######## add8_error_profiler ########
===== config.mk =====
export PLATFORM = sky130hd
export DESIGN_NAME = add8_error_profiler
export DESIGN_NICKNAME = d
export VERILOG_FILES = /design/src/rtl/add8_prof_pkg.sv /design/src/rtl/add8_prof_err_stage.sv /design/src/rtl/add8_error_profiler.sv
export SDC_FILE = /design/constraint.sdc
export NUM_CORES = 1
export LEC_CHECK = 0
export ABC_AREA = 0
export CAP_MARGIN = 20
export CORE_ASPECT_RATIO = 0.8
export CORE_UTILIZATION = 60
export CTS_CLUSTER_DIAMETER = 150
export CTS_CLUSTER_SIZE = 20
export DETAILED_ROUTE_END_ITERATION = 16
export PLACE_DENSITY_LB_ADDON = 0.05
export REMOVE_ABC_BUFFERS = 1
export SETUP_SLACK_MARGIN = 0.15
export SYNTH_ARGS = -nofsm -noshare
export SYNTH_HDL_FRONTEND = slang
export SYNTH_SLANG_ARGS = --single-unit

===== constraint.sdc =====
create_clock -name clk -period 10.7 [get_ports clk]
set_clock_uncertainty 0.15 [all_clocks]
set_input_delay 1.605 -clock clk [delete_from_list [all_inputs] [get_ports clk]]
set_output_delay 1.605 -clock clk [all_outputs]
set_load 0.1 [all_outputs]

===== src/rtl/add8_prof_pkg.sv =====
// Shared types and width helpers for the approximate-adder error profiler.
// Width helpers let parameterised modules derive their bus sizes from OP_W.
package add8_prof_pkg;

  typedef enum logic [1:0] {
    ST_IDLE  = 2'd0,
    ST_RUN   = 2'd1,
    ST_DRAIN = 2'd2,
    ST_DONE  = 2'd3
  } prof_state_t;

  localparam int OP_W_DEF = 8;
  localparam int SUM_W    = OP_W_DEF + 1;
  localparam int IDX_W    = 2 * OP_W_DEF;
  localparam int CNT_W    = 2 * OP_W_DEF + 1;

  function automatic int f_sum_w(input int op_w);
    return op_w + 1;
  endfunction

  function automatic int f_idx_w(input int op_w);
    return 2 * op_w;
  endfunction

  function automatic int f_cnt_w(input int op_w);
    return 2 * op_w + 1;
  endfunction

  // Smallest accumulator that cannot overflow over a full sweep.
  function automatic int f_acc_min(input int op_w);
    return 3 * op_w + 1;
  endfunction

endpackage


===== src/rtl/add8_prof_err_stage.sv =====
// Second pipeline stage: absolute error of one sample, then error count,
// absolute-error sum and worst-case error (with its operands) accumulation.
module add8_prof_err_stage
  import add8_prof_pkg::*;
#(
  parameter int OP_W  = 8,
  parameter int ACC_W = 32
) (
  input  logic                       clk,
  input  logic                       rst_n,
  input  logic                       i_clear,
  input  logic                       i_en,
  input  logic [f_sum_w(OP_W)-1:0]   i_approx,
  input  logic [f_sum_w(OP_W)-1:0]   i_exact,
  input  logic [OP_W-1:0]            i_a,
  input  logic [OP_W-1:0]            i_b,
  output logic [f_cnt_w(OP_W)-1:0]   o_err_count,
  output logic [ACC_W-1:0]           o_abs_sum,
  output logic [f_sum_w(OP_W)-1:0]   o_wce,
  output logic [OP_W-1:0]            o_wce_a,
  output logic [OP_W-1:0]            o_wce_b
);

  localparam int SW = f_sum_w(OP_W);
  localparam int CW = f_cnt_w(OP_W);

  logic [SW:0]    w_diff;
  logic [SW:0]    w_diff_neg;
  logic [SW-1:0]  w_mag;

  logic [CW-1:0]    r_err_count;
  logic [ACC_W-1:0] r_abs_sum;
  logic [SW-1:0]    r_wce;
  logic [OP_W-1:0]  r_wce_a;
  logic [OP_W-1:0]  r_wce_b;

  // Difference is one bit wider than the sum so its sign is unambiguous.
  assign w_diff     = {1'b0, i_approx} - {1'b0, i_exact};
  assign w_diff_neg = {1'b0, i_exact} - {1'b0, i_approx};
  assign w_mag      = w_diff[SW] ? w_diff_neg[SW-1:0] : w_diff[SW-1:0];

  always_ff @(posedge clk or negedge rst_n) begin
    if (!rst_n) begin
      r_err_count <= '0;
      r_abs_sum   <= '0;
      r_wce       <= '0;
      r_wce_a     <= '0;
      r_wce_b     <= '0;
    end else if (i_clear) begin
      r_err_count <= '0;
      r_abs_sum   <= '0;
      r_wce       <= '0;
      r_wce_a     <= '0;
      r_wce_b     <= '0;
    end else if (i_en) begin
      if (w_mag != '0) begin
        r_err_count <= r_err_count + CW'(1);
      end
      r_abs_sum <= r_abs_sum + ACC_W'(w_mag);
      // Strict compare keeps the operands of the first pair hitting the max.
      if (w_mag > r_wce) begin
        r_wce   <= w_mag;
        r_wce_a <= i_a;
        r_wce_b <= i_b;
      end
    end
  end

  assign o_err_count = r_err_count;
  assign o_abs_sum   = r_abs_sum;
  assign o_wce       = r_wce;
  assign o_wce_a     = r_wce_a;
  assign o_wce_b     = r_wce_b;

endmodule


===== src/rtl/add8_error_profiler.sv =====
// Exhaustive error characteriser for an external approximate adder: sweeps
// every operand pair, captures the adder output and accumulates error stats.
module add8_error_profiler
  import add8_prof_pkg::*;
#(
  parameter int OP_W  = 8,
  parameter int ACC_W = 32
) (
  input  logic                  clk,
  input  logic                  rst_n,
  input  logic                  start,
  input  logic                  abort,
  output logic [OP_W-1:0]       dut_a,
  output logic [OP_W-1:0]       dut_b,
  input  logic [OP_W:0]         dut_o,
  output logic                  busy,
  output logic                  done,
  output logic                  result_valid,
  output logic [2*OP_W:0]       err_count,
  output logic [ACC_W-1:0]      err_abs_sum,
  output logic [OP_W:0]         err_wce,
  output logic [OP_W-1:0]       wce_a,
  output logic [OP_W-1:0]       wce_b
);

  localparam int SW = f_sum_w(OP_W);
  localparam int IW = f_idx_w(OP_W);

  generate
    if (ACC_W < f_acc_min(OP_W)) begin : g_acc_w_too_small
      $error("add8_error_profiler: ACC_W too small for a full sweep");
    end
  endgenerate

  prof_state_t     r_state;
  logic [IW-1:0]   r_idx;
  logic            r_drain;
  logic            r_busy;
  logic            r_done;
  logic            r_result_valid;

  logic            r_s1_valid;
  logic [SW-1:0]   r_s1_approx;
  logic [SW-1:0]   r_s1_exact;
  logic [OP_W-1:0] r_s1_a;
  logic [OP_W-1:0] r_s1_b;

  logic w_start_ok;
  logic w_abort_run;
  logic w_idx_last;

  // Abort beats a simultaneous start; start is only honoured from IDLE.
  assign w_start_ok  = start && !abort && (r_state == ST_IDLE);
  assign w_abort_run = abort && ((r_state == ST_RUN) || (r_state == ST_DRAIN));
  assign w_idx_last  = &r_idx;

  always_ff @(posedge clk or negedge rst_n) begin
    if (!rst_n) begin
      r_state        <= ST_IDLE;
      r_idx          <= '0;
      r_drain        <= 1'b0;
      r_busy         <= 1'b0;
      r_done         <= 1'b0;
      r_result_valid <= 1'b0;
      r_s1_valid     <= 1'b0;
      r_s1_approx    <= '0;
      r_s1_exact     <= '0;
      r_s1_a         <= '0;
      r_s1_b         <= '0;
    end else begin
      r_done     <= 1'b0;
      // Stage 1 samples the pair that was on dut_a/dut_b during this cycle.
      r_s1_valid <= (r_state == ST_RUN) && !abort;
      if (r_state == ST_RUN) begin
        r_s1_approx <= dut_o;
        r_s1_exact  <= SW'(r_idx[OP_W-1:0]) + SW'(r_idx[IW-1:OP_W]);
        r_s1_a      <= r_idx[OP_W-1:0];
        r_s1_b      <= r_idx[IW-1:OP_W];
      end

      unique case (r_state)
        ST_IDLE: begin
          if (w_start_ok) begin
            r_state        <= ST_RUN;
            r_idx          <= '0;
            r_busy         <= 1'b1;
            r_result_valid <= 1'b0;
          end
        end
        ST_RUN: begin
          if (abort) begin
            r_state <= ST_IDLE;
            r_busy  <= 1'b0;
          end else if (w_idx_last) begin
            r_state <= ST_DRAIN;
            r_drain <= 1'b0;
          end else begin
            r_idx <= r_idx + IW'(1);
          end
        end
        ST_DRAIN: begin
          if (abort) begin
            r_state <= ST_IDLE;
            r_busy  <= 1'b0;
          end else if (r_drain) begin
            r_state        <= ST_DONE;
            r_busy         <= 1'b0;
            r_done         <= 1'b1;
            r_result_valid <= 1'b1;
          end else begin
            r_drain <= 1'b1;
          end
        end
        ST_DONE: begin
          r_state <= ST_IDLE;
        end
        default: begin
          r_state <= ST_IDLE;
          r_busy  <= 1'b0;
        end
      endcase
    end
  end

  add8_prof_err_stage #(
    .OP_W  (OP_W),
    .ACC_W (ACC_W)
  ) u_err_stage (
    .clk         (clk),
    .rst_n       (rst_n),
    .i_clear     (w_start_ok),
    .i_en        (r_s1_valid && !w_abort_run),
    .i_approx    (r_s1_approx),
    .i_exact     (r_s1_exact),
    .i_a         (r_s1_a),
    .i_b         (r_s1_b),
    .o_err_count (err_count),
    .o_abs_sum   (err_abs_sum),
    .o_wce       (err_wce),
    .o_wce_a     (wce_a),
    .o_wce_b     (wce_b)
  );

  // Operands come straight from the index register, so they hold the last
  // pair after the sweep instead of wrapping.
  assign dut_a        = r_idx[OP_W-1:0];
  assign dut_b        = r_idx[IW-1:OP_W];
  assign busy         = r_busy;
  assign done         = r_done;
  assign result_valid = r_result_valid;

endmodule


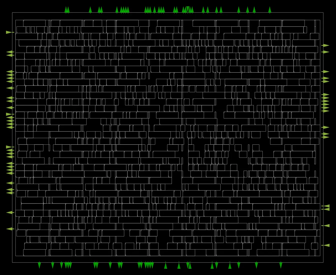
add8_error_profiler: cell placement
final-layout fill cell count: 857
Seq/total area: 34.4%

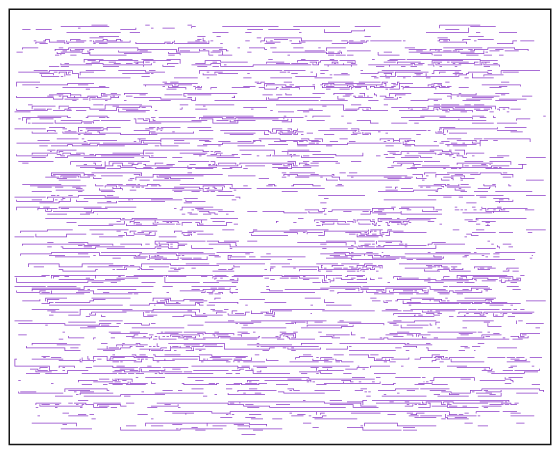
add8_error_profiler: signal wires on met1
The wires run mostly horizontal. The layer carries 8,820 µm of wire.

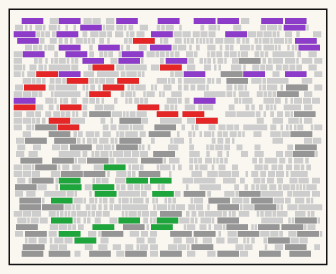
add8_error_profiler: register map, names as in the netlist
Other sequential cells in the stronger grey, the rest of the logic in the fainter grey.
Key: red = u_err_stage.o_err_count [placed flops 17]; purple = u_err_stage.o_abs_sum [placed flops 32, where a horizontal strip, top]; green = r_idx [placed flops 16]
Another 66 sequential cells are not coloured.
Seq. pwr: 666 µW
Post-Route Utilization: 76.9%

==> results_dict.tcl <==
# place-and-route summary
set metrics [dict create \
    clk_pin_slew_ns 0.06 \
    power_leader "combinational cells" \
    reg2reg_from "r_s1_approx[5]" \
    root_buffer "clkbuf_16" \
    die_area_um2 13400 \
    setup-tns-final_ns 0 \
    yosys.area_share.xor_xnor_pct 5.53 \
    async_flop_share_pct 100 \
    setup_slack_ns 5.44 \
    wl_um 18900 \
    status "complete, no violations" \
    worst-path-max-fanout 14 \
    io_pins 106 \
    track_usage_pct 29.9 \
    path_depth 17 \
    p_sw_uw 1660 \
    logic_gates 597 \
    buf_share_pct 11.7 \
    slew_headroom_pct 29.1 \
]

######## alu_arbiter ########
alu_arbiter, the metal 2 layer:
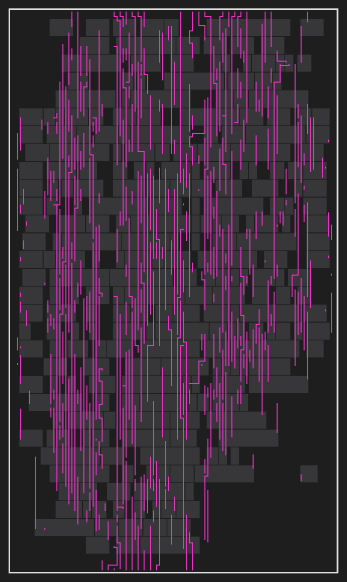
alu_arbiter, register map, names as in the netlist:
Other sequential cells in the stronger grey, the rest of the logic in the fainter grey.
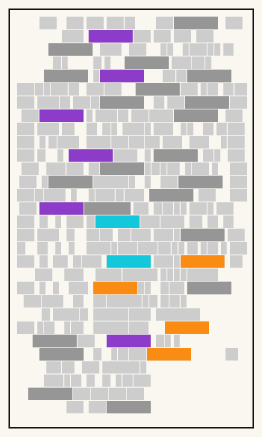
===== config.mk =====
export PLATFORM = sky130hd
export DESIGN_NAME = alu_arbiter
export DESIGN_NICKNAME = d
export VERILOG_FILES = /design/src/rtl/alu_arb_pkg.sv /design/src/rtl/rr_arbiter2.sv /design/src/rtl/alu_arbiter.sv
export SDC_FILE = /design/constraint.sdc
export NUM_CORES = 1
export LEC_CHECK = 0
export ABC_AREA = 1
export CORE_ASPECT_RATIO = 1.75
export CORE_UTILIZATION = 40
export CTS_CLUSTER_DIAMETER = 150
export DETAILED_ROUTE_END_ITERATION = 12
export GPL_TIMING_DRIVEN = 0
export PLACE_DENSITY = 0.76
export SYNTH_ARGS = -nofsm -noshare
export SYNTH_HDL_FRONTEND = slang
export SYNTH_SLANG_ARGS = --single-unit

===== constraint.sdc =====
create_clock -name clk -period 1.2 [get_ports clk]
set_input_delay 0.24 -clock clk [delete_from_list [all_inputs] [get_ports clk]]
set_output_delay 0.24 -clock clk [all_outputs]
set_load 0.01 [all_outputs]

===== src/rtl/alu_arb_pkg.sv =====
`default_nettype none
// ============================================================================
// Module      : alu_arb_pkg
// Description : Shared types and constants for the ALU arbiter block:
//               FSM state encoding, ALU op encoding, counter width and a
//               one-hot helper for the two-requester grant index.
// Revision    : 1.0 - initial release
// ============================================================================
package alu_arb_pkg;

    // Sequencer states: wait for a request, hold operands on the ALU, return result
    typedef enum logic [1:0] {
        IDLE  = 2'd0,
        ISSUE = 2'd1,
        RESP  = 2'd2
    } alu_arb_state_t;

    // ALU operation select encoding
    localparam logic ALU_OP_ADD = 1'b0;
    localparam logic ALU_OP_SUB = 1'b1;

    // Latency counter width; covers the full legal ALU_LAT range of 1..15
    localparam int CNT_W = 4;

    // Convert a grant index (0/1) into a one-hot requester vector
    function automatic logic [1:0] onehot2(input logic idx);
        return idx ? 2'b10 : 2'b01;
    endfunction

endpackage : alu_arb_pkg
`default_nettype wire


===== src/rtl/rr_arbiter2.sv =====
`default_nettype none
// ============================================================================
// Module      : rr_arbiter2
// Description : Two-way round-robin grant logic. A lone request is granted
//               directly; when both request, the requester that was NOT
//               granted last wins. Output is one-hot (or zero when idle).
// Revision    : 1.0 - initial release
// ============================================================================
module rr_arbiter2 (
    input  logic [1:0] req,
    input  logic       last,
    output logic [1:0] gnt
);

    // Tie goes to the requester other than the last one served
    always_comb begin
        gnt = 2'b00;
        if (req == 2'b11) begin
            gnt = last ? 2'b01 : 2'b10;
        end else begin
            gnt = req;
        end
    end

endmodule : rr_arbiter2
`default_nettype wire


===== src/rtl/alu_arbiter.sv =====
`default_nettype none
// ============================================================================
// Module      : alu_arbiter
// Description : Shares one add/subtract ALU between two requesters. Accepts
//               one op over valid/ready, holds the operands on the ALU for
//               ALU_LAT cycles, captures result and v/n/z flags and returns
//               them to the granted requester over a response handshake.
//               Optional feature macro: ALU_ARB_STICKY_OVF_EN adds per-
//               requester sticky overflow bits (ovf_sticky / ovf_clr).
// Revision    : 1.0 - initial release
// ============================================================================
module alu_arbiter
    import alu_arb_pkg::*;
#(
    parameter int WIDTH   = 6,
    parameter int ALU_LAT = 3     // legal range 1..15
) (
    input  logic                   clk,
    input  logic                   rst_n,
    input  logic [1:0]             req_valid,
    output logic [1:0]             req_ready,
    input  logic [1:0][WIDTH-1:0]  req_a,
    input  logic [1:0][WIDTH-1:0]  req_b,
    input  logic [1:0]             req_op,
    output logic                   alu_en,
    output logic [WIDTH-1:0]       alu_a,
    output logic [WIDTH-1:0]       alu_b,
    output logic                   alu_op,
    input  logic [WIDTH-1:0]       alu_res,
    input  logic                   alu_v,
    input  logic                   alu_n,
    input  logic                   alu_z,
    output logic [1:0]             rsp_valid,
    input  logic [1:0]             rsp_ready,
    output logic [WIDTH-1:0]       rsp_res,
    output logic                   rsp_v,
    output logic                   rsp_n,
    output logic                   rsp_z
`ifdef ALU_ARB_STICKY_OVF_EN
    ,
    output logic [1:0]             ovf_sticky,
    input  logic [1:0]             ovf_clr
`endif
);

    // Counter preload: the count reaches zero in the ALU_LAT-th ISSUE cycle
    localparam logic [CNT_W-1:0] C_LAT_M1 = CNT_W'(ALU_LAT - 1);

    alu_arb_state_t    state_q,     state_d;
    logic              gidx_q,      gidx_d;
    logic              last_q,      last_d;
    logic [CNT_W-1:0]  cnt_q,       cnt_d;
    logic [WIDTH-1:0]  alu_a_q,     alu_a_d;
    logic [WIDTH-1:0]  alu_b_q,     alu_b_d;
    logic              alu_op_q,    alu_op_d;
    logic              alu_en_q,    alu_en_d;
    logic [1:0]        rsp_valid_q, rsp_valid_d;
    logic [WIDTH-1:0]  rsp_res_q,   rsp_res_d;
    logic              rsp_v_q,     rsp_v_d;
    logic              rsp_n_q,     rsp_n_d;
    logic              rsp_z_q,     rsp_z_d;

    logic [1:0]        w_gnt;
    logic              w_rsp_hs;

    rr_arbiter2 u_rr (
        .req  (req_valid),
        .last (last_q),
        .gnt  (w_gnt)
    );

    // Ready only in IDLE and only to the winner; forced low while in reset
    assign req_ready = (state_q == IDLE && rst_n) ? w_gnt : 2'b00;

    // rsp_valid_q is one-hot to the owner, so the non-owner's ready is masked out
    assign w_rsp_hs = (state_q == RESP) && |(rsp_valid_q & rsp_ready);

    // Next-state and datapath register updates for the sequencer
    always_comb begin
        state_d     = state_q;
        gidx_d      = gidx_q;
        last_d      = last_q;
        cnt_d       = cnt_q;
        alu_a_d     = alu_a_q;
        alu_b_d     = alu_b_q;
        alu_op_d    = alu_op_q;
        alu_en_d    = alu_en_q;
        rsp_valid_d = rsp_valid_q;
        rsp_res_d   = rsp_res_q;
        rsp_v_d     = rsp_v_q;
        rsp_n_d     = rsp_n_q;
        rsp_z_d     = rsp_z_q;

        case (state_q)
            IDLE: begin
                if (|w_gnt) begin
                    gidx_d   = w_gnt[1];
                    alu_a_d  = req_a[w_gnt[1]];
                    alu_b_d  = req_b[w_gnt[1]];
                    alu_op_d = req_op[w_gnt[1]];
                    cnt_d    = C_LAT_M1;
                    alu_en_d = 1'b1;
                    state_d  = ISSUE;
                end
            end
            ISSUE: begin
                if (cnt_q == '0) begin
                    rsp_res_d   = alu_res;
                    rsp_v_d     = alu_v;
                    rsp_n_d     = alu_n;
                    rsp_z_d     = alu_z;
                    rsp_valid_d = onehot2(gidx_q);
                    alu_en_d    = 1'b0;
                    state_d     = RESP;
                end else begin
                    cnt_d = cnt_q - CNT_W'(1);
                end
            end
            RESP: begin
                if (w_rsp_hs) begin
                    rsp_valid_d = 2'b00;
                    last_d      = gidx_q;
                    state_d     = IDLE;
                end
            end
            default: begin
                state_d = IDLE;
            end
        endcase
    end

    // Sequencer state and registered outputs; reset discards any in-flight op
    always_ff @(posedge clk or negedge rst_n) begin
        if (!rst_n) begin
            state_q     <= IDLE;
            gidx_q      <= 1'b0;
            last_q      <= 1'b1;
            cnt_q       <= '0;
            alu_a_q     <= '0;
            alu_b_q     <= '0;
            alu_op_q    <= ALU_OP_ADD;
            alu_en_q    <= 1'b0;
            rsp_valid_q <= 2'b00;
            rsp_res_q   <= '0;
            rsp_v_q     <= 1'b0;
            rsp_n_q     <= 1'b0;
            rsp_z_q     <= 1'b0;
        end else begin
            state_q     <= state_d;
            gidx_q      <= gidx_d;
            last_q      <= last_d;
            cnt_q       <= cnt_d;
            alu_a_q     <= alu_a_d;
            alu_b_q     <= alu_b_d;
            alu_op_q    <= alu_op_d;
            alu_en_q    <= alu_en_d;
            rsp_valid_q <= rsp_valid_d;
            rsp_res_q   <= rsp_res_d;
            rsp_v_q     <= rsp_v_d;
            rsp_n_q     <= rsp_n_d;
            rsp_z_q     <= rsp_z_d;
        end
    end

    assign alu_en    = alu_en_q;
    assign alu_a     = alu_a_q;
    assign alu_b     = alu_b_q;
    assign alu_op    = alu_op_q;
    assign rsp_valid = rsp_valid_q;
    assign rsp_res   = rsp_res_q;
    assign rsp_v     = rsp_v_q;
    assign rsp_n     = rsp_n_q;
    assign rsp_z     = rsp_z_q;

`ifdef ALU_ARB_STICKY_OVF_EN
    logic [1:0] ovf_sticky_q, ovf_sticky_d;

    // Overflow seen on a completed response sets the owner's bit; set beats clear
    always_comb begin
        ovf_sticky_d = ovf_sticky_q & ~ovf_clr;
        if (w_rsp_hs && rsp_v_q) begin
            ovf_sticky_d = ovf_sticky_d | onehot2(gidx_q);
        end
    end

    // Sticky overflow storage
    always_ff @(posedge clk or negedge rst_n) begin
        if (!rst_n) begin
            ovf_sticky_q <= 2'b00;
        end else begin
            ovf_sticky_q <= ovf_sticky_d;
        end
    end

    assign ovf_sticky = ovf_sticky_q;
`endif

endmodule : alu_arbiter
`default_nettype wire


==> results_dict.tcl <==
# place-and-route summary
set metrics [dict create \
    finalHoldViolations 32 \
    yosysUniqueCellTypes 25 \
    violations "design-rule violations, negative hold slack, negative setup slack" \
    grt_max_degree 36 \
    seq_cell_count 33 \
    layout_top_cell "nand2_1" \
    synthTopCellsByCount "57 x nand2_1, 32 x dfrtp_1, 19 x nor2_1" \
    setup_viol 32 \
    status "complete, but fails checks" \
    fmax_mhz 667 \
    seq_share_pct 29.4 \
    drc 1 \
    cts_buffers 5 \
    clockNetworkAreaShare_pct 2.93 \
    post_layout_nonfiller_instances 323 \
    comb_area_share_pct 29.8 \
    slew_headroom_pct 69.2 \
    die_w_um 49.8 \
    final_nets 317 \
    rr_endpoint "rsp_res[4]" \
    setup_slack_ns -0.299 \
    edf_count 0 \
    holdWs_ns -0.0942 \
    hold_class "in2async" \
]
About 'the metal 2 layer' of alu_arbiter:
The longest straight run is 43.5 µm. The layer carries 2,640 µm of wire.

About 'register map, names as in the netlist' of alu_arbiter:
Key: purple = alu_a [placed flops 6]; orange = cnt_q [placed flops 4]; cyan = state_q [placed flops 2]
Another 21 sequential cells are not coloured.


######## dpram_fifo_ctrl_flat ########
dpram_fifo_ctrl_flat, cell placement:
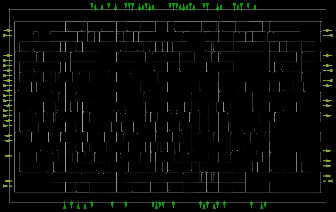
## src/rtl/dpram_fifo_ctrl_pkg.sv

```systemverilog
// Shared types and helpers for the dual-port-RAM FIFO controller.
// The output-register action is named here so the top reads as a decode of it.
package dpram_fifo_ctrl_pkg;

    // What the one-entry output register does on the coming edge.
    typedef enum logic [1:0] {
        OutHold,
        OutLoad,
        OutDrain
    } out_op_e;

    // Refill the output register whenever the RAM holds data and the register
    // is either empty or being popped this cycle.
    function automatic logic out_load(input logic ram_has_data, input logic out_valid,
                                      input logic deq);
        return ram_has_data & (~out_valid | deq);
    endfunction

    function automatic out_op_e out_next_op(input logic ram_has_data, input logic out_valid,
                                            input logic deq);
        if (out_load(ram_has_data, out_valid, deq)) begin
            return OutLoad;
        end else if (deq && out_valid) begin
            return OutDrain;
        end
        return OutHold;
    endfunction

endpackage

```

## src/rtl/dpram_fifo_ctrl_if.sv

```systemverilog
// FIFO handshake and RAM-port bundle for dpram_fifo_ctrl.
// master = FIFO user, slave = controller, ram = the DualPortRam side.
interface dpram_fifo_ctrl_if #(
    parameter int unsigned addrWidth = 5,
    parameter int unsigned dataWidth = 16
) ();

    logic                 ENQ;
    logic [dataWidth-1:0] D_IN;
    logic                 FULL_N;
    logic                 DEQ;
    logic [dataWidth-1:0] D_OUT;
    logic                 EMPTY_N;
    logic [addrWidth:0]   COUNT;

    logic                 RAM_WE;
    logic [addrWidth-1:0] RAM_WADDR;
    logic [dataWidth-1:0] RAM_DIN;
    logic [addrWidth-1:0] RAM_RADDR;
    logic [dataWidth-1:0] RAM_DOUT;

    modport master (
        output ENQ, D_IN, DEQ,
        input  FULL_N, D_OUT, EMPTY_N, COUNT
    );

    modport slave (
        input  ENQ, D_IN, DEQ, RAM_DOUT,
        output FULL_N, D_OUT, EMPTY_N, COUNT, RAM_WE, RAM_WADDR, RAM_DIN, RAM_RADDR
    );

    modport ram (
        input  RAM_WE, RAM_WADDR, RAM_DIN, RAM_RADDR,
        output RAM_DOUT
    );

endinterface

```

## src/rtl/dpram_fifo_ctrl.sv

```systemverilog
// Single-clock FIFO controller around a sync-write / comb-read dual-port RAM,
// with a registered first-word-fall-through output stage (capacity DEPTH+1).
module dpram_fifo_ctrl
    import dpram_fifo_ctrl_pkg::*;
#(
    parameter int unsigned addrWidth     = 5,
    parameter int unsigned dataWidth     = 16,
    parameter bit          AssertIllegal = 1'b1
) (
    input logic              CLK,
    input logic              RST,
    input logic              CLR,
    dpram_fifo_ctrl_if.slave bus
);

    localparam int unsigned Depth    = 1 << addrWidth;
    localparam int unsigned PtrWidth = addrWidth + 1;

    typedef logic [PtrWidth-1:0] ptr_t;

    ptr_t                 wr_ptr_q, wr_ptr_d;
    ptr_t                 rd_ptr_q, rd_ptr_d;
    ptr_t                 ram_cnt;
    logic                 out_valid_q, out_valid_d;
    logic [dataWidth-1:0] out_data_q, out_data_d;
    logic                 full_n;
    logic                 enq_ok;
    out_op_e              out_op;

    // Extra MSB on the pointers separates full from empty at equal index bits.
    assign ram_cnt = wr_ptr_q - rd_ptr_q;
    assign full_n  = (ram_cnt != ptr_t'(Depth));
    assign enq_ok  = bus.ENQ & full_n & ~RST & ~CLR;

    // Load decision uses start-of-cycle pointers, so a same-cycle write is
    // never read back through the RAM's old-data read port.
    assign out_op = out_next_op(ram_cnt != '0, out_valid_q, bus.DEQ);

    always_comb begin
        wr_ptr_d    = wr_ptr_q;
        rd_ptr_d    = rd_ptr_q;
        out_valid_d = out_valid_q;
        out_data_d  = out_data_q;

        if (enq_ok) begin
            wr_ptr_d = wr_ptr_q + ptr_t'(1);
        end

        unique case (out_op)
            OutLoad: begin
                out_data_d  = bus.RAM_DOUT;
                out_valid_d = 1'b1;
                rd_ptr_d    = rd_ptr_q + ptr_t'(1);
            end
            OutDrain: begin
                out_valid_d = 1'b0;
            end
            OutHold: begin
            end
            default: begin
            end
        endcase
    end

    always_ff @(posedge CLK) begin
        if (RST || CLR) begin
            wr_ptr_q    <= '0;
            rd_ptr_q    <= '0;
            out_valid_q <= 1'b0;
            out_data_q  <= '0;
        end else begin
            wr_ptr_q    <= wr_ptr_d;
            rd_ptr_q    <= rd_ptr_d;
            out_valid_q <= out_valid_d;
            out_data_q  <= out_data_d;
        end
    end

    assign bus.FULL_N    = full_n;
    assign bus.EMPTY_N   = out_valid_q;
    assign bus.COUNT     = ram_cnt + ptr_t'(out_valid_q);
    assign bus.D_OUT     = out_data_q;

    assign bus.RAM_WE    = enq_ok;
    assign bus.RAM_WADDR = wr_ptr_q[addrWidth-1:0];
    assign bus.RAM_DIN   = bus.D_IN;
    assign bus.RAM_RADDR = rd_ptr_q[addrWidth-1:0];

    // Protocol misuse is harmless to state but flags a broken producer/consumer.
    enq_when_full: assert property (
        @(posedge CLK) disable iff (RST || CLR || !AssertIllegal)
        !(bus.ENQ && !full_n)
    );

    deq_when_empty: assert property (
        @(posedge CLK) disable iff (RST || CLR || !AssertIllegal)
        !(bus.DEQ && !out_valid_q)
    );

endmodule
```

## src/flat_wrapper.sv

```systemverilog
// flat-port wrapper written by rule: the top's interface ports become plain ports
module dpram_fifo_ctrl_flat import dpram_fifo_ctrl_pkg::*;
#(
    parameter int unsigned addrWidth     = 5,
    parameter int unsigned dataWidth     = 16,
    parameter bit          AssertIllegal = 1'b1
)
  (CLK, RST, CLR, bus_ENQ, bus_D_IN, bus_DEQ, bus_RAM_DOUT, bus_FULL_N, bus_D_OUT, bus_EMPTY_N, bus_COUNT, bus_RAM_WE, bus_RAM_WADDR, bus_RAM_DIN, bus_RAM_RADDR);
  dpram_fifo_ctrl_if #(.addrWidth(addrWidth), .dataWidth(dataWidth)) bus_i ();
  input logic CLK;
  input logic RST;
  input logic CLR;
  input wire logic [$bits(bus_i.ENQ)-1:0] bus_ENQ;
  input wire logic [$bits(bus_i.D_IN)-1:0] bus_D_IN;
  input wire logic [$bits(bus_i.DEQ)-1:0] bus_DEQ;
  input wire logic [$bits(bus_i.RAM_DOUT)-1:0] bus_RAM_DOUT;
  output wire logic [$bits(bus_i.FULL_N)-1:0] bus_FULL_N;
  output wire logic [$bits(bus_i.D_OUT)-1:0] bus_D_OUT;
  output wire logic [$bits(bus_i.EMPTY_N)-1:0] bus_EMPTY_N;
  output wire logic [$bits(bus_i.COUNT)-1:0] bus_COUNT;
  output wire logic [$bits(bus_i.RAM_WE)-1:0] bus_RAM_WE;
  output wire logic [$bits(bus_i.RAM_WADDR)-1:0] bus_RAM_WADDR;
  output wire logic [$bits(bus_i.RAM_DIN)-1:0] bus_RAM_DIN;
  output wire logic [$bits(bus_i.RAM_RADDR)-1:0] bus_RAM_RADDR;
  assign bus_i.ENQ = bus_ENQ;
  assign bus_i.D_IN = bus_D_IN;
  assign bus_i.DEQ = bus_DEQ;
  assign bus_i.RAM_DOUT = bus_RAM_DOUT;
  assign bus_FULL_N = bus_i.FULL_N;
  assign bus_D_OUT = bus_i.D_OUT;
  assign bus_EMPTY_N = bus_i.EMPTY_N;
  assign bus_COUNT = bus_i.COUNT;
  assign bus_RAM_WE = bus_i.RAM_WE;
  assign bus_RAM_WADDR = bus_i.RAM_WADDR;
  assign bus_RAM_DIN = bus_i.RAM_DIN;
  assign bus_RAM_RADDR = bus_i.RAM_RADDR;
  dpram_fifo_ctrl #(.addrWidth(addrWidth), .dataWidth(dataWidth), .AssertIllegal(AssertIllegal)) u_core (.CLK(CLK), .RST(RST), .CLR(CLR), .bus(bus_i));
endmodule
```

## config.mk

```make
export PLATFORM = sky130hd
export DESIGN_NAME = dpram_fifo_ctrl_flat
export DESIGN_NICKNAME = d
export VERILOG_FILES = /design/src/rtl/dpram_fifo_ctrl_pkg.sv /design/src/rtl/dpram_fifo_ctrl_if.sv /design/src/rtl/dpram_fifo_ctrl.sv /design/src/flat_wrapper.sv
export SDC_FILE = /design/constraint.sdc
export NUM_CORES = 1
export LEC_CHECK = 0
export ABC_CLOCK_PERIOD_IN_PS = 3500
export CORE_ASPECT_RATIO = 0.6
export CORE_MARGIN = 1
export CORE_UTILIZATION = 42
export CTS_BUF_LIST = sky130_fd_sc_hd__clkbuf_4 sky130_fd_sc_hd__clkbuf_8
export DETAILED_ROUTE_END_ITERATION = 16
export PLACE_DENSITY = 0.83
export SLEW_MARGIN = 10
export SYNTH_ARGS = -nofsm -noshare
export SYNTH_HDL_FRONTEND = slang
export SYNTH_SLANG_ARGS = --single-unit
export TNS_END_PERCENT = 30
```

## constraint.sdc

```tcl
create_clock -name CLK -period 3.5 [get_ports CLK]
set_input_delay 0.35 -clock CLK [delete_from_list [all_inputs] [get_ports CLK]]
set_output_delay 0.35 -clock CLK [all_outputs]
set_load 0.02 [all_outputs]
```

==> results_dict.tcl <==
# place-and-route summary
set metrics [dict create \
    die_area_um2 4480 \
    cts_sinks 29 \
    max_stage_delay_ns 0.62 \
    setup_slack_ns 0.282 \
    worstHoldEndpoint "u_core.bus.D_OUT[12]" \
    grtUsageMet1_pct 25.5 \
    routed-via-count 1519 \
    route.met3.wl_um 305 \
    yosysWarningCount 0 \
    endpoint_kind "output port" \
    nNonClkInverters 14 \
    seqPwrFrac_pct 24.6 \
    power_density_nw_per_um2 778 \
    synth_area_um2 1770 \
    status "complete, no violations" \
    syn_to_final_growth_pct 29.4 \
    met2_length_um 1420 \
]
About 'cell placement' of dpram_fifo_ctrl_flat:
Post-Route Utilization: 59.4%
core area: 3850 µm²
Tapcells: 57
Seq/total area: 25.4%


######## idecode_pipe_flat ########
idecode_pipe_flat, register map, names as in the netlist:
Other sequential cells in the stronger grey, the rest of the logic in the fainter grey.
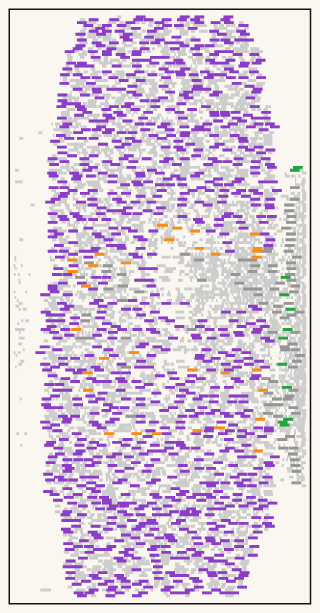
idecode_pipe_flat, signal wires on met1:
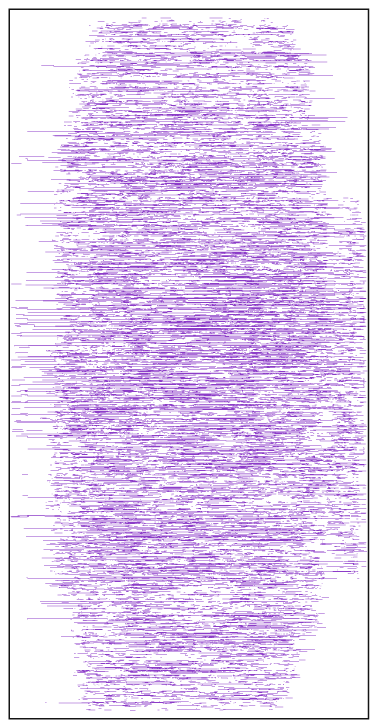
idecode_pipe_flat, cell placement:
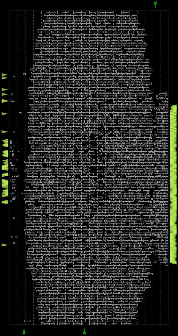
## src/rtl/idecode_pipe_if.sv

```systemverilog
// Bus bundle for the decode stage: fetch-side offer, writeback port, and the ID/EX slot.
// Handshake: a fetch word transfers on a rising edge when if_valid & if_ready & !flush; the slot
// transfers to execute when id_valid & ex_ready. Neither side may depend on the other's ready
// to raise its valid.
interface idecode_pipe_if #(
  parameter int DATA_W = 32,
  parameter int ADDR_W = 5
);
  logic              if_valid;
  logic              if_ready;
  logic [31:0]       if_instruction;
  logic [DATA_W-1:0] if_pc_plus4;
  logic              flush;
  logic              wb_reg_write;
  logic [ADDR_W-1:0] wb_addr;
  logic [DATA_W-1:0] wb_data;
  logic              ex_ready;
  logic              id_valid;
  logic [DATA_W-1:0] id_rs_data;
  logic [DATA_W-1:0] id_rt_data;
  logic [DATA_W-1:0] id_imm_ext;
  logic [ADDR_W-1:0] id_dest_addr;
  logic [5:0]        id_opcode;
  logic [5:0]        id_funct;
  logic [DATA_W-1:0] id_pc_plus4;

  modport master (
    output if_valid, if_instruction, if_pc_plus4, flush,
    output wb_reg_write, wb_addr, wb_data, ex_ready,
    input  if_ready, id_valid, id_rs_data, id_rt_data, id_imm_ext,
    input  id_dest_addr, id_opcode, id_funct, id_pc_plus4
  );

  modport slave (
    input  if_valid, if_instruction, if_pc_plus4, flush,
    input  wb_reg_write, wb_addr, wb_data, ex_ready,
    output if_ready, id_valid, id_rs_data, id_rt_data, id_imm_ext,
    output id_dest_addr, id_opcode, id_funct, id_pc_plus4
  );
endinterface

```

## src/rtl/idecode_pipe.sv

```systemverilog
// Instruction-decode stage: 2R/1W register file with writeback bypass, immediate extend,
// destination select and a registered ID/EX slot that refreshes its operands while stalled.
module idecode_pipe #(
  parameter int DATA_W     = 32,
  parameter int REG_NUM    = 32,
  parameter int RESET_INIT = 0,
  parameter int LINK_REG   = 31
) (
  input  logic          clock,
  input  logic          reset,
  idecode_pipe_if.slave bus
);
   localparam int ADDR_W = $clog2(REG_NUM);

   logic [DATA_W-1:0] regs_q [REG_NUM];

   logic [31:0]       instr;
   logic [5:0]        opcode;
   logic [ADDR_W-1:0] rs_f, rt_f, rd_f;
   logic              wb_we, accept, zext;
   logic [DATA_W-1:0] rs_rd, rt_rd, imm_ext;
   logic [ADDR_W-1:0] dest;

   logic              valid_q, valid_d;
   logic [DATA_W-1:0] rs_data_q, rs_data_d, rt_data_q, rt_data_d;
   logic [DATA_W-1:0] imm_q, imm_d, pc_q, pc_d;
   logic [ADDR_W-1:0] dest_q, dest_d, rs_addr_q, rs_addr_d, rt_addr_q, rt_addr_d;
   logic [5:0]        opcode_q, opcode_d, funct_q, funct_d;

   assign instr  = bus.if_instruction;
   assign opcode = instr[31:26];
   // Register fields keep only their low ADDR_W bits for smaller register files.
   assign rs_f   = instr[21 +: ADDR_W];
   assign rt_f   = instr[16 +: ADDR_W];
   assign rd_f   = instr[11 +: ADDR_W];

   assign wb_we  = bus.wb_reg_write && (bus.wb_addr != '0);
   assign rs_rd  = (rs_f == '0) ? '0 : (wb_we && bus.wb_addr == rs_f) ? bus.wb_data : regs_q[rs_f];
   assign rt_rd  = (rt_f == '0) ? '0 : (wb_we && bus.wb_addr == rt_f) ? bus.wb_data : regs_q[rt_f];

   always_comb begin
      zext = 1'b0;
      case (opcode)
         6'b001100, 6'b001101, 6'b001110, 6'b001011: zext = 1'b1;
         default:                                    zext = 1'b0;
      endcase
   end

   assign imm_ext = zext ? DATA_W'(instr[15:0]) : DATA_W'($signed(instr[15:0]));

   always_comb begin
      case (opcode)
         6'b000000: dest = rd_f;
         6'b000011: dest = ADDR_W'(LINK_REG);
         default:   dest = rt_f;
      endcase
   end

   always_ff @(posedge clock or negedge reset) begin
      if (!reset) begin
         for (int i = 0; i < REG_NUM; i++) begin
            regs_q[i] <= (RESET_INIT != 0) ? DATA_W'(i) : '0;
         end
      end else if (wb_we) begin
         regs_q[bus.wb_addr] <= bus.wb_data;
      end
   end

   assign bus.if_ready = !valid_q || bus.ex_ready;
   assign accept       = bus.if_valid && bus.if_ready && !bus.flush;

   always_comb begin
      valid_d   = valid_q;
      rs_data_d = rs_data_q;
      rt_data_d = rt_data_q;
      imm_d     = imm_q;
      pc_d      = pc_q;
      dest_d    = dest_q;
      rs_addr_d = rs_addr_q;
      rt_addr_d = rt_addr_q;
      opcode_d  = opcode_q;
      funct_d   = funct_q;
      if (bus.flush) begin
         valid_d = 1'b0;
      end else if (accept) begin
         valid_d   = 1'b1;
         rs_data_d = rs_rd;
         rt_data_d = rt_rd;
         imm_d     = imm_ext;
         pc_d      = bus.if_pc_plus4;
         dest_d    = dest;
         rs_addr_d = rs_f;
         rt_addr_d = rt_f;
         opcode_d  = opcode;
         funct_d   = instr[5:0];
      end else if (bus.ex_ready) begin
         valid_d = 1'b0;
      end else if (valid_q) begin
         // Stalled: pick up a writeback that targets an operand already captured in the slot.
         if (wb_we && bus.wb_addr == rs_addr_q) rs_data_d = bus.wb_data;
         if (wb_we && bus.wb_addr == rt_addr_q) rt_data_d = bus.wb_data;
      end
   end

   always_ff @(posedge clock or negedge reset) begin
      if (!reset) begin
         valid_q   <= 1'b0;
         rs_data_q <= '0;
         rt_data_q <= '0;
         imm_q     <= '0;
         pc_q      <= '0;
         dest_q    <= '0;
         rs_addr_q <= '0;
         rt_addr_q <= '0;
         opcode_q  <= '0;
         funct_q   <= '0;
      end else begin
         valid_q   <= valid_d;
         rs_data_q <= rs_data_d;
         rt_data_q <= rt_data_d;
         imm_q     <= imm_d;
         pc_q      <= pc_d;
         dest_q    <= dest_d;
         rs_addr_q <= rs_addr_d;
         rt_addr_q <= rt_addr_d;
         opcode_q  <= opcode_d;
         funct_q   <= funct_d;
      end
   end

   assign bus.id_valid     = valid_q;
   assign bus.id_rs_data   = rs_data_q;
   assign bus.id_rt_data   = rt_data_q;
   assign bus.id_imm_ext   = imm_q;
   assign bus.id_dest_addr = dest_q;
   assign bus.id_opcode    = opcode_q;
   assign bus.id_funct     = funct_q;
   assign bus.id_pc_plus4  = pc_q;
endmodule
```

## src/flat_wrapper.sv

```systemverilog
// flat-port wrapper written by rule: the top's interface ports become plain ports
module idecode_pipe_flat 
#(
  parameter int DATA_W     = 32,
  parameter int REG_NUM    = 32,
  parameter int RESET_INIT = 0,
  parameter int LINK_REG   = 31
)
  (clock, reset, bus_if_valid, bus_if_instruction, bus_if_pc_plus4, bus_flush, bus_wb_reg_write, bus_wb_addr, bus_wb_data, bus_ex_ready, bus_if_ready, bus_id_valid, bus_id_rs_data, bus_id_rt_data, bus_id_imm_ext, bus_id_dest_addr, bus_id_opcode, bus_id_funct, bus_id_pc_plus4);
  idecode_pipe_if #(.DATA_W(DATA_W)) bus_i ();
  input  logic clock;
  input  logic reset;
  input wire logic [$bits(bus_i.if_valid)-1:0] bus_if_valid;
  input wire logic [$bits(bus_i.if_instruction)-1:0] bus_if_instruction;
  input wire logic [$bits(bus_i.if_pc_plus4)-1:0] bus_if_pc_plus4;
  input wire logic [$bits(bus_i.flush)-1:0] bus_flush;
  input wire logic [$bits(bus_i.wb_reg_write)-1:0] bus_wb_reg_write;
  input wire logic [$bits(bus_i.wb_addr)-1:0] bus_wb_addr;
  input wire logic [$bits(bus_i.wb_data)-1:0] bus_wb_data;
  input wire logic [$bits(bus_i.ex_ready)-1:0] bus_ex_ready;
  output wire logic [$bits(bus_i.if_ready)-1:0] bus_if_ready;
  output wire logic [$bits(bus_i.id_valid)-1:0] bus_id_valid;
  output wire logic [$bits(bus_i.id_rs_data)-1:0] bus_id_rs_data;
  output wire logic [$bits(bus_i.id_rt_data)-1:0] bus_id_rt_data;
  output wire logic [$bits(bus_i.id_imm_ext)-1:0] bus_id_imm_ext;
  output wire logic [$bits(bus_i.id_dest_addr)-1:0] bus_id_dest_addr;
  output wire logic [$bits(bus_i.id_opcode)-1:0] bus_id_opcode;
  output wire logic [$bits(bus_i.id_funct)-1:0] bus_id_funct;
  output wire logic [$bits(bus_i.id_pc_plus4)-1:0] bus_id_pc_plus4;
  assign bus_i.if_valid = bus_if_valid;
  assign bus_i.if_instruction = bus_if_instruction;
  assign bus_i.if_pc_plus4 = bus_if_pc_plus4;
  assign bus_i.flush = bus_flush;
  assign bus_i.wb_reg_write = bus_wb_reg_write;
  assign bus_i.wb_addr = bus_wb_addr;
  assign bus_i.wb_data = bus_wb_data;
  assign bus_i.ex_ready = bus_ex_ready;
  assign bus_if_ready = bus_i.if_ready;
  assign bus_id_valid = bus_i.id_valid;
  assign bus_id_rs_data = bus_i.id_rs_data;
  assign bus_id_rt_data = bus_i.id_rt_data;
  assign bus_id_imm_ext = bus_i.id_imm_ext;
  assign bus_id_dest_addr = bus_i.id_dest_addr;
  assign bus_id_opcode = bus_i.id_opcode;
  assign bus_id_funct = bus_i.id_funct;
  assign bus_id_pc_plus4 = bus_i.id_pc_plus4;
  idecode_pipe #(.DATA_W(DATA_W), .REG_NUM(REG_NUM), .RESET_INIT(RESET_INIT), .LINK_REG(LINK_REG)) u_core (.clock(clock), .reset(reset), .bus(bus_i));
endmodule
```

## config.mk

```make
export PLATFORM = sky130hd
export DESIGN_NAME = idecode_pipe_flat
export DESIGN_NICKNAME = d
export VERILOG_FILES = /design/src/rtl/idecode_pipe_if.sv /design/src/rtl/idecode_pipe.sv /design/src/flat_wrapper.sv
export SDC_FILE = /design/constraint.sdc
export NUM_CORES = 2
export LEC_CHECK = 0
export ABC_CLOCK_PERIOD_IN_PS = 1900
export CAP_MARGIN = 20
export CORE_ASPECT_RATIO = 2
export CORE_MARGIN = 3
export CORE_UTILIZATION = 40
export CTS_BUF_LIST = sky130_fd_sc_hd__clkbuf_8
export CTS_CLUSTER_SIZE = 20
export DETAILED_ROUTE_END_ITERATION = 12
export GPL_TIMING_DRIVEN = 0
export HOLD_SLACK_MARGIN = 0.06
export SLEW_MARGIN = 5
export SYNTH_ARGS = -nofsm -noshare
export SYNTH_HDL_FRONTEND = slang
export SYNTH_SLANG_ARGS = --single-unit
```

## constraint.sdc

```tcl
create_clock -name clock -period 1.9 [get_ports clock]
set_input_delay 0.19 -clock clock [delete_from_list [all_inputs] [get_ports clock]]
set_output_delay 0.19 -clock clock [all_outputs]
set_load 0.03 [all_outputs]
```

==> results_dict.tcl <==
# place-and-route summary
set metrics [dict create \
    antenna_cells 17 \
    violations "negative hold slack, negative setup slack" \
    synthTopCellsByCount "1,159 x dfrtp_1, 1,032 x mux2_2, 494 x mux4_2" \
    cp_cell_sequence "buf_6 > buf_2 > buf_4 > mux4_2 > nand2_1 > a22oi_1 > o211ai_1 > a211oi_1" \
    ys_sh_simple_pct 3.37 \
    nNonClkInverters 9 \
    setup_viol 311 \
    cellInternalPower_uw 49600 \
    reg2reg_from "u_core.regs_q[490]" \
    post-synth-top-count-cell "dfrtp_1" \
    mux_area_share_pct 39.7 \
    ys_top_logic_family "multiplexers" \
    holdWs_ns -0.819 \
    flop_cell "dfrtp_1" \
    top_cells_by_area "dfrtp_1 48%, mux2_2 19%, mux4_2 18%" \
    finalHoldViolations 285 \
    grt_pass1_vias 47900 \
    status "complete, but fails checks" \
    netlist_instances 4220 \
    endpoint "u_core.bus.id_rt_data[10]" \
    combGateArea_um2 30900 \
    ys_ff 1159 \
    die_w_um 282 \
    critPathLaunch "bus_if_instruction[16]" \
    buf_share_pct 10.9 \
    max_slew.worst_pin.slew_ns 1.12 \
    setup_slack_ns -0.414 \
    grtUsageMet1_pct 40.5 \
    cp_slowest_cell "o211ai_1" \
]
Notes on 'register map, names as in the netlist' of idecode_pipe_flat above:
Key: orange = u_core.bus.id_rs_data [placed flops 32]; purple = u_core.regs_q [placed flops 1,024]; green = u_core.bus.id_imm_ext [placed flops 12]
Another 91 sequential cells are not coloured.
Seq. pwr: 33,300 µW
Post-Route Utilization: 49.2%
register area: 29,000 µm²
Seq/total area: 39.3%

Notes on 'signal wires on met1' of idecode_pipe_flat above:
The longest straight run is 105 µm. The wires run mostly horizontal.

Notes on 'cell placement' of idecode_pipe_flat above:
Seq cells: 1,159
final-layout fill cell count: 13,200
core area: 150,000 µm²


######## prog_loader ########
`config.mk`:
```
export PLATFORM = sky130hd
export DESIGN_NAME = prog_loader
export DESIGN_NICKNAME = d
export VERILOG_FILES = /design/src/rtl/mcu_pkg.sv /design/src/rtl/loader_timeout.sv /design/src/rtl/prog_loader.sv
export SDC_FILE = /design/constraint.sdc
export NUM_CORES = 1
export LEC_CHECK = 0
export CAP_MARGIN = 10
export CELL_PAD_IN_SITES_DETAIL_PLACEMENT = 1
export CELL_PAD_IN_SITES_GLOBAL_PLACEMENT = 2
export CORE_MARGIN = 2
export CORE_UTILIZATION = 34
export DETAILED_ROUTE_END_ITERATION = 16
export PLACE_DENSITY = 0.88
export SLEW_MARGIN = 20
export SYNTH_ARGS = -nofsm -noshare
export SYNTH_HDL_FRONTEND = slang
export SYNTH_SLANG_ARGS = --single-unit
export TNS_END_PERCENT = 20
```
`constraint.sdc`:
```
create_clock -name clk -period 2.95 [get_ports clk]
set_clock_uncertainty 0.2 [all_clocks]
set_input_delay 0.7375 -clock clk [delete_from_list [all_inputs] [get_ports clk]]
set_output_delay 0.7375 -clock clk [all_outputs]
set_load 0.005 [all_outputs]
```
`src/rtl/mcu_pkg.sv`:
```
// Shared MCU definitions used by the boot-time program loader.
// Covers the loader state encoding, error codes and the frame start byte.
package mcu_pkg;

  typedef enum logic [2:0] {
    S_IDLE,
    S_CNT_H,
    S_CNT_L,
    S_DATA_H,
    S_DATA_L,
    S_CHK,
    S_RUN,
    S_ERR
  } loader_state_e;

  localparam logic [1:0] ERR_NONE = 2'b00;
  localparam logic [1:0] ERR_CHK  = 2'b01;
  localparam logic [1:0] ERR_LEN  = 2'b10;
  localparam logic [1:0] ERR_TMO  = 2'b11;

  localparam logic [7:0] MAGIC_DEFAULT = 8'hA5;

endpackage

```
`src/rtl/loader_timeout.sv`:
```
// Counts idle cycles while enabled and flags the cycle in which the limit is reached.
// Any clear, or dropping the enable, restarts the count from zero.
module loader_timeout #(
  parameter int unsigned TIMEOUT_CYC = 1_000_000,
  localparam int CNT_W = $clog2(TIMEOUT_CYC + 1)
) (
  input  logic clk,
  input  logic rst,
  input  logic clr,
  input  logic en,
  output logic expired
);

  logic [CNT_W-1:0] cnt_q, cnt_d;

  // Fires during the TIMEOUT_CYC-th consecutive idle cycle.
  assign expired = en && !clr && (cnt_q == CNT_W'(TIMEOUT_CYC - 1));

  always_comb begin
    cnt_d = cnt_q;
    if (clr || !en) begin
      cnt_d = '0;
    end else if (!expired) begin
      cnt_d = cnt_q + CNT_W'(1);
    end
  end

  always_ff @(posedge clk) begin
    if (rst) begin
      cnt_q <= '0;
    end else begin
      cnt_q <= cnt_d;
    end
  end

endmodule

```
`src/rtl/prog_loader.sv`:
```
// Boot loader: parses framed bytes into big-endian words, writes program memory,
// and releases the core only after a frame with a matching XOR checksum.
module prog_loader
  import mcu_pkg::*;
#(
  parameter int          ADDR_W      = 12,
  parameter int          DATA_W      = 16,
  parameter logic [7:0]  MAGIC       = MAGIC_DEFAULT,
  parameter int unsigned TIMEOUT_CYC = 1_000_000
) (
  input  logic              clk,
  input  logic              rst,
  input  logic              rx_valid,
  input  logic [7:0]        rx_data,
  output logic              rx_ready,
  input  logic              load_req,
  output logic              pm_we,
  output logic [ADDR_W-1:0] pm_addr,
  output logic [DATA_W-1:0] pm_wdata,
  output logic              core_run,
  output logic              err,
  output logic [1:0]        err_code
);

  localparam logic [31:0] MAX_CNT = 32'd1 << ADDR_W;

  loader_state_e     state_q, state_d;
  logic [7:0]        acc_q, acc_d;
  logic [7:0]        hi_q, hi_d;
  logic [15:0]       cnt_q, cnt_d;
  logic [ADDR_W-1:0] addr_q, addr_d;
  logic [1:0]        err_code_q, err_code_d;
  logic              pm_we_q, pm_we_d;
  logic [ADDR_W-1:0] pm_addr_q, pm_addr_d;
  logic [DATA_W-1:0] pm_wdata_q, pm_wdata_d;

  logic              xfer;
  logic              tmo_en;
  logic              expired;
  logic [ADDR_W:0]   addr_next;
  logic [31:0]       cnt_word;

  assign rx_ready  = (state_q != S_RUN) && (state_q != S_ERR);
  assign xfer      = rx_valid && rx_ready;
  assign tmo_en    = (state_q != S_IDLE) && rx_ready;
  // One extra bit so that a full 2^ADDR_W-word frame still compares against its count.
  assign addr_next = {1'b0, addr_q} + (ADDR_W + 1)'(1);
  assign cnt_word  = 32'({cnt_q[15:8], rx_data});

  loader_timeout #(
    .TIMEOUT_CYC(TIMEOUT_CYC)
  ) u_timeout (
    .clk    (clk),
    .rst    (rst),
    .clr    (xfer),
    .en     (tmo_en),
    .expired(expired)
  );

  always_comb begin
    state_d    = state_q;
    acc_d      = acc_q;
    hi_d       = hi_q;
    cnt_d      = cnt_q;
    addr_d     = addr_q;
    err_code_d = err_code_q;
    pm_we_d    = 1'b0;
    pm_addr_d  = pm_addr_q;
    pm_wdata_d = pm_wdata_q;

    if (load_req) begin
      state_d    = S_IDLE;
      err_code_d = ERR_NONE;
    end else if (expired) begin
      state_d    = S_ERR;
      err_code_d = ERR_TMO;
    end else if (xfer) begin
      case (state_q)
        S_IDLE: begin
          if (rx_data == MAGIC) begin
            state_d = S_CNT_H;
            acc_d   = 8'h00;
            addr_d  = '0;
          end
        end
        S_CNT_H: begin
          cnt_d[15:8] = rx_data;
          acc_d       = acc_q ^ rx_data;
          state_d     = S_CNT_L;
        end
        S_CNT_L: begin
          cnt_d[7:0] = rx_data;
          acc_d      = acc_q ^ rx_data;
          if (cnt_word > MAX_CNT) begin
            state_d    = S_ERR;
            err_code_d = ERR_LEN;
          end else if (cnt_word == 32'd0) begin
            state_d = S_CHK;
          end else begin
            state_d = S_DATA_H;
          end
        end
        S_DATA_H: begin
          hi_d    = rx_data;
          acc_d   = acc_q ^ rx_data;
          state_d = S_DATA_L;
        end
        S_DATA_L: begin
          acc_d      = acc_q ^ rx_data;
          pm_we_d    = 1'b1;
          pm_addr_d  = addr_q;
          pm_wdata_d = DATA_W'({hi_q, rx_data});
          addr_d     = addr_next[ADDR_W-1:0];
          state_d    = (32'(addr_next) == 32'(cnt_q)) ? S_CHK : S_DATA_H;
        end
        S_CHK: begin
          if (rx_data == acc_q) begin
            state_d = S_RUN;
          end else begin
            state_d    = S_ERR;
            err_code_d = ERR_CHK;
          end
        end
        default: ;
      endcase
    end
  end

  always_ff @(posedge clk) begin
    if (rst) begin
      state_q    <= S_IDLE;
      acc_q      <= 8'h00;
      hi_q       <= 8'h00;
      cnt_q      <= 16'h0000;
      addr_q     <= '0;
      err_code_q <= ERR_NONE;
      pm_we_q    <= 1'b0;
      pm_addr_q  <= '0;
      pm_wdata_q <= '0;
    end else begin
      state_q    <= state_d;
      acc_q      <= acc_d;
      hi_q       <= hi_d;
      cnt_q      <= cnt_d;
      addr_q     <= addr_d;
      err_code_q <= err_code_d;
      pm_we_q    <= pm_we_d;
      pm_addr_q  <= pm_addr_d;
      pm_wdata_q <= pm_wdata_d;
    end
  end

  assign pm_we    = pm_we_q;
  assign pm_addr  = pm_addr_q;
  assign pm_wdata = pm_wdata_q;
  assign core_run = (state_q == S_RUN);
  assign err      = (state_q == S_ERR);
  assign err_code = err_code_q;

endmodule
```
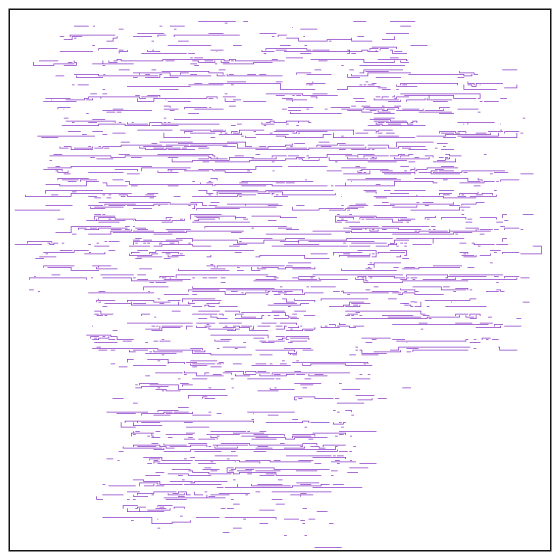
prog_loader: signal wires on met1
The longest straight run is 32.7 µm. The layer holds 45% of the routed length. The wires run mostly horizontal. The layer carries 6,100 µm of wire. 594 nets have wire on it.
Via Count: 4,267
met1 Usage GRT: 22.9%
Routed WL: 13,400 µm

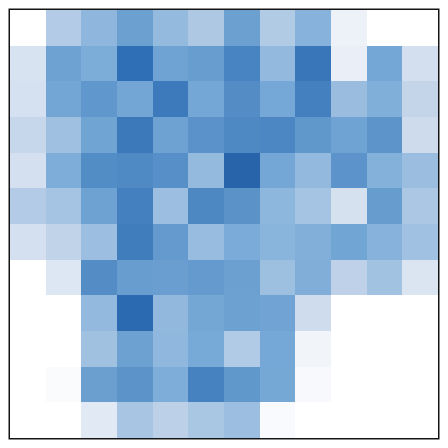
prog_loader: placement density heat map
12 x 12 tiles, from white (low) to dark blue (high), 0 to 100% covered.
17% of the tiles are nearly empty. The mean over all tiles is 37%. The emptiest ninth of the die: lower right. 1.4% of the tiles are over 75% full. The fullest tile reaches 79%.

==> results_dict.tcl <==
# place-and-route summary
set metrics [dict create \
    synth_area_um2 4720 \
    status "complete, no violations" \
    yosysChipArea_um2 4720 \
    die_w_um 122 \
    track_usage_pct 18.8 \
    edf_count 0 \
    final_cell_mix "98 x dfxtp_1, 83 x nand2_1, 80 x nor2_1, 55 x a21oi_1, 44 x clkdlybuf4s50_1" \
    path_depth 3 \
    place_inst 788 \
    final_area_um2 5760 \
    rsz0062_at_grt "false" \
    cp_cell_sequence "inv_1 > nor2_1 > clkdlybuf4s50_1" \
    comb_power_uw 84.5 \
    ys_ff 98 \
    yosysWarningCount 0 \
    grt_use_met2_pct 33.0 \
    clk_pin_slew_ns 0.07 \
    post_drt_via_cell_ratio 5.31 \
    num-nonclk-buffers 75 \
    clockNetworkAreaShare_pct 5.19 \
    cts_sinks 98 \
]
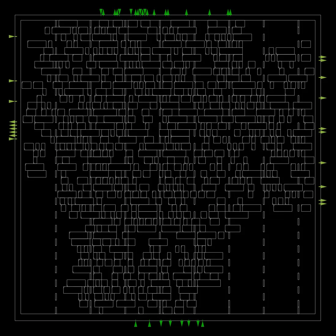
prog_loader: cell placement
Seq/total area: 34.1%
Non-Filler Instances: 804



==> notes/layouts.md <==
Pictures saved along the way, in no particular order.

The metal 2 layer.
panel A
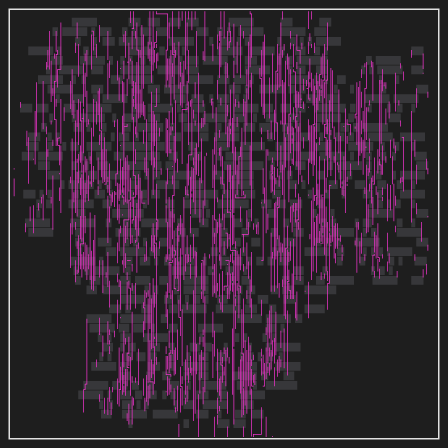
panel B
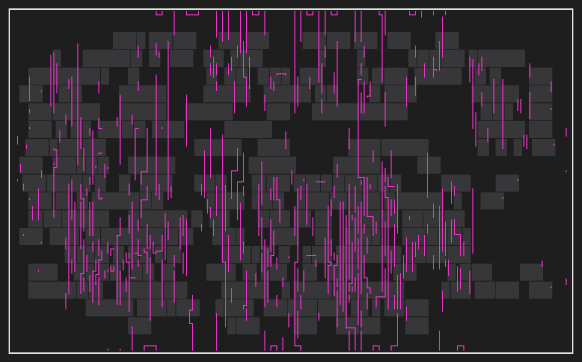
panel C
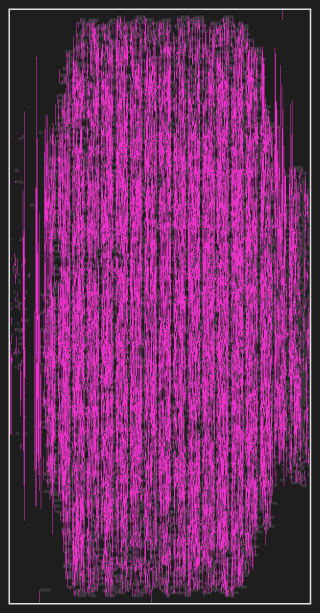
panel D
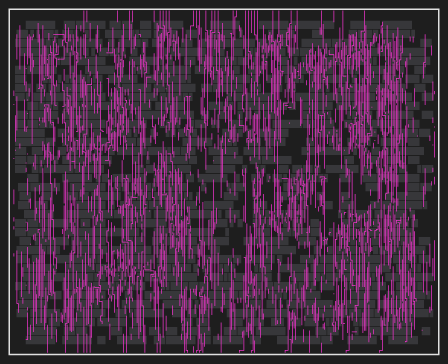
- idecode_pipe_flat = panel C
- dpram_fifo_ctrl_flat = panel B
- prog_loader = panel A
- add8_error_profiler = panel D

Key to panel B:
The layer carries 1,420 µm of wire. The wires run mostly vertical. 242 nets have wire on it. The longest straight run is 24.1 µm.

Power figures rest on the tool's default switching activity, not on a simulated workload.
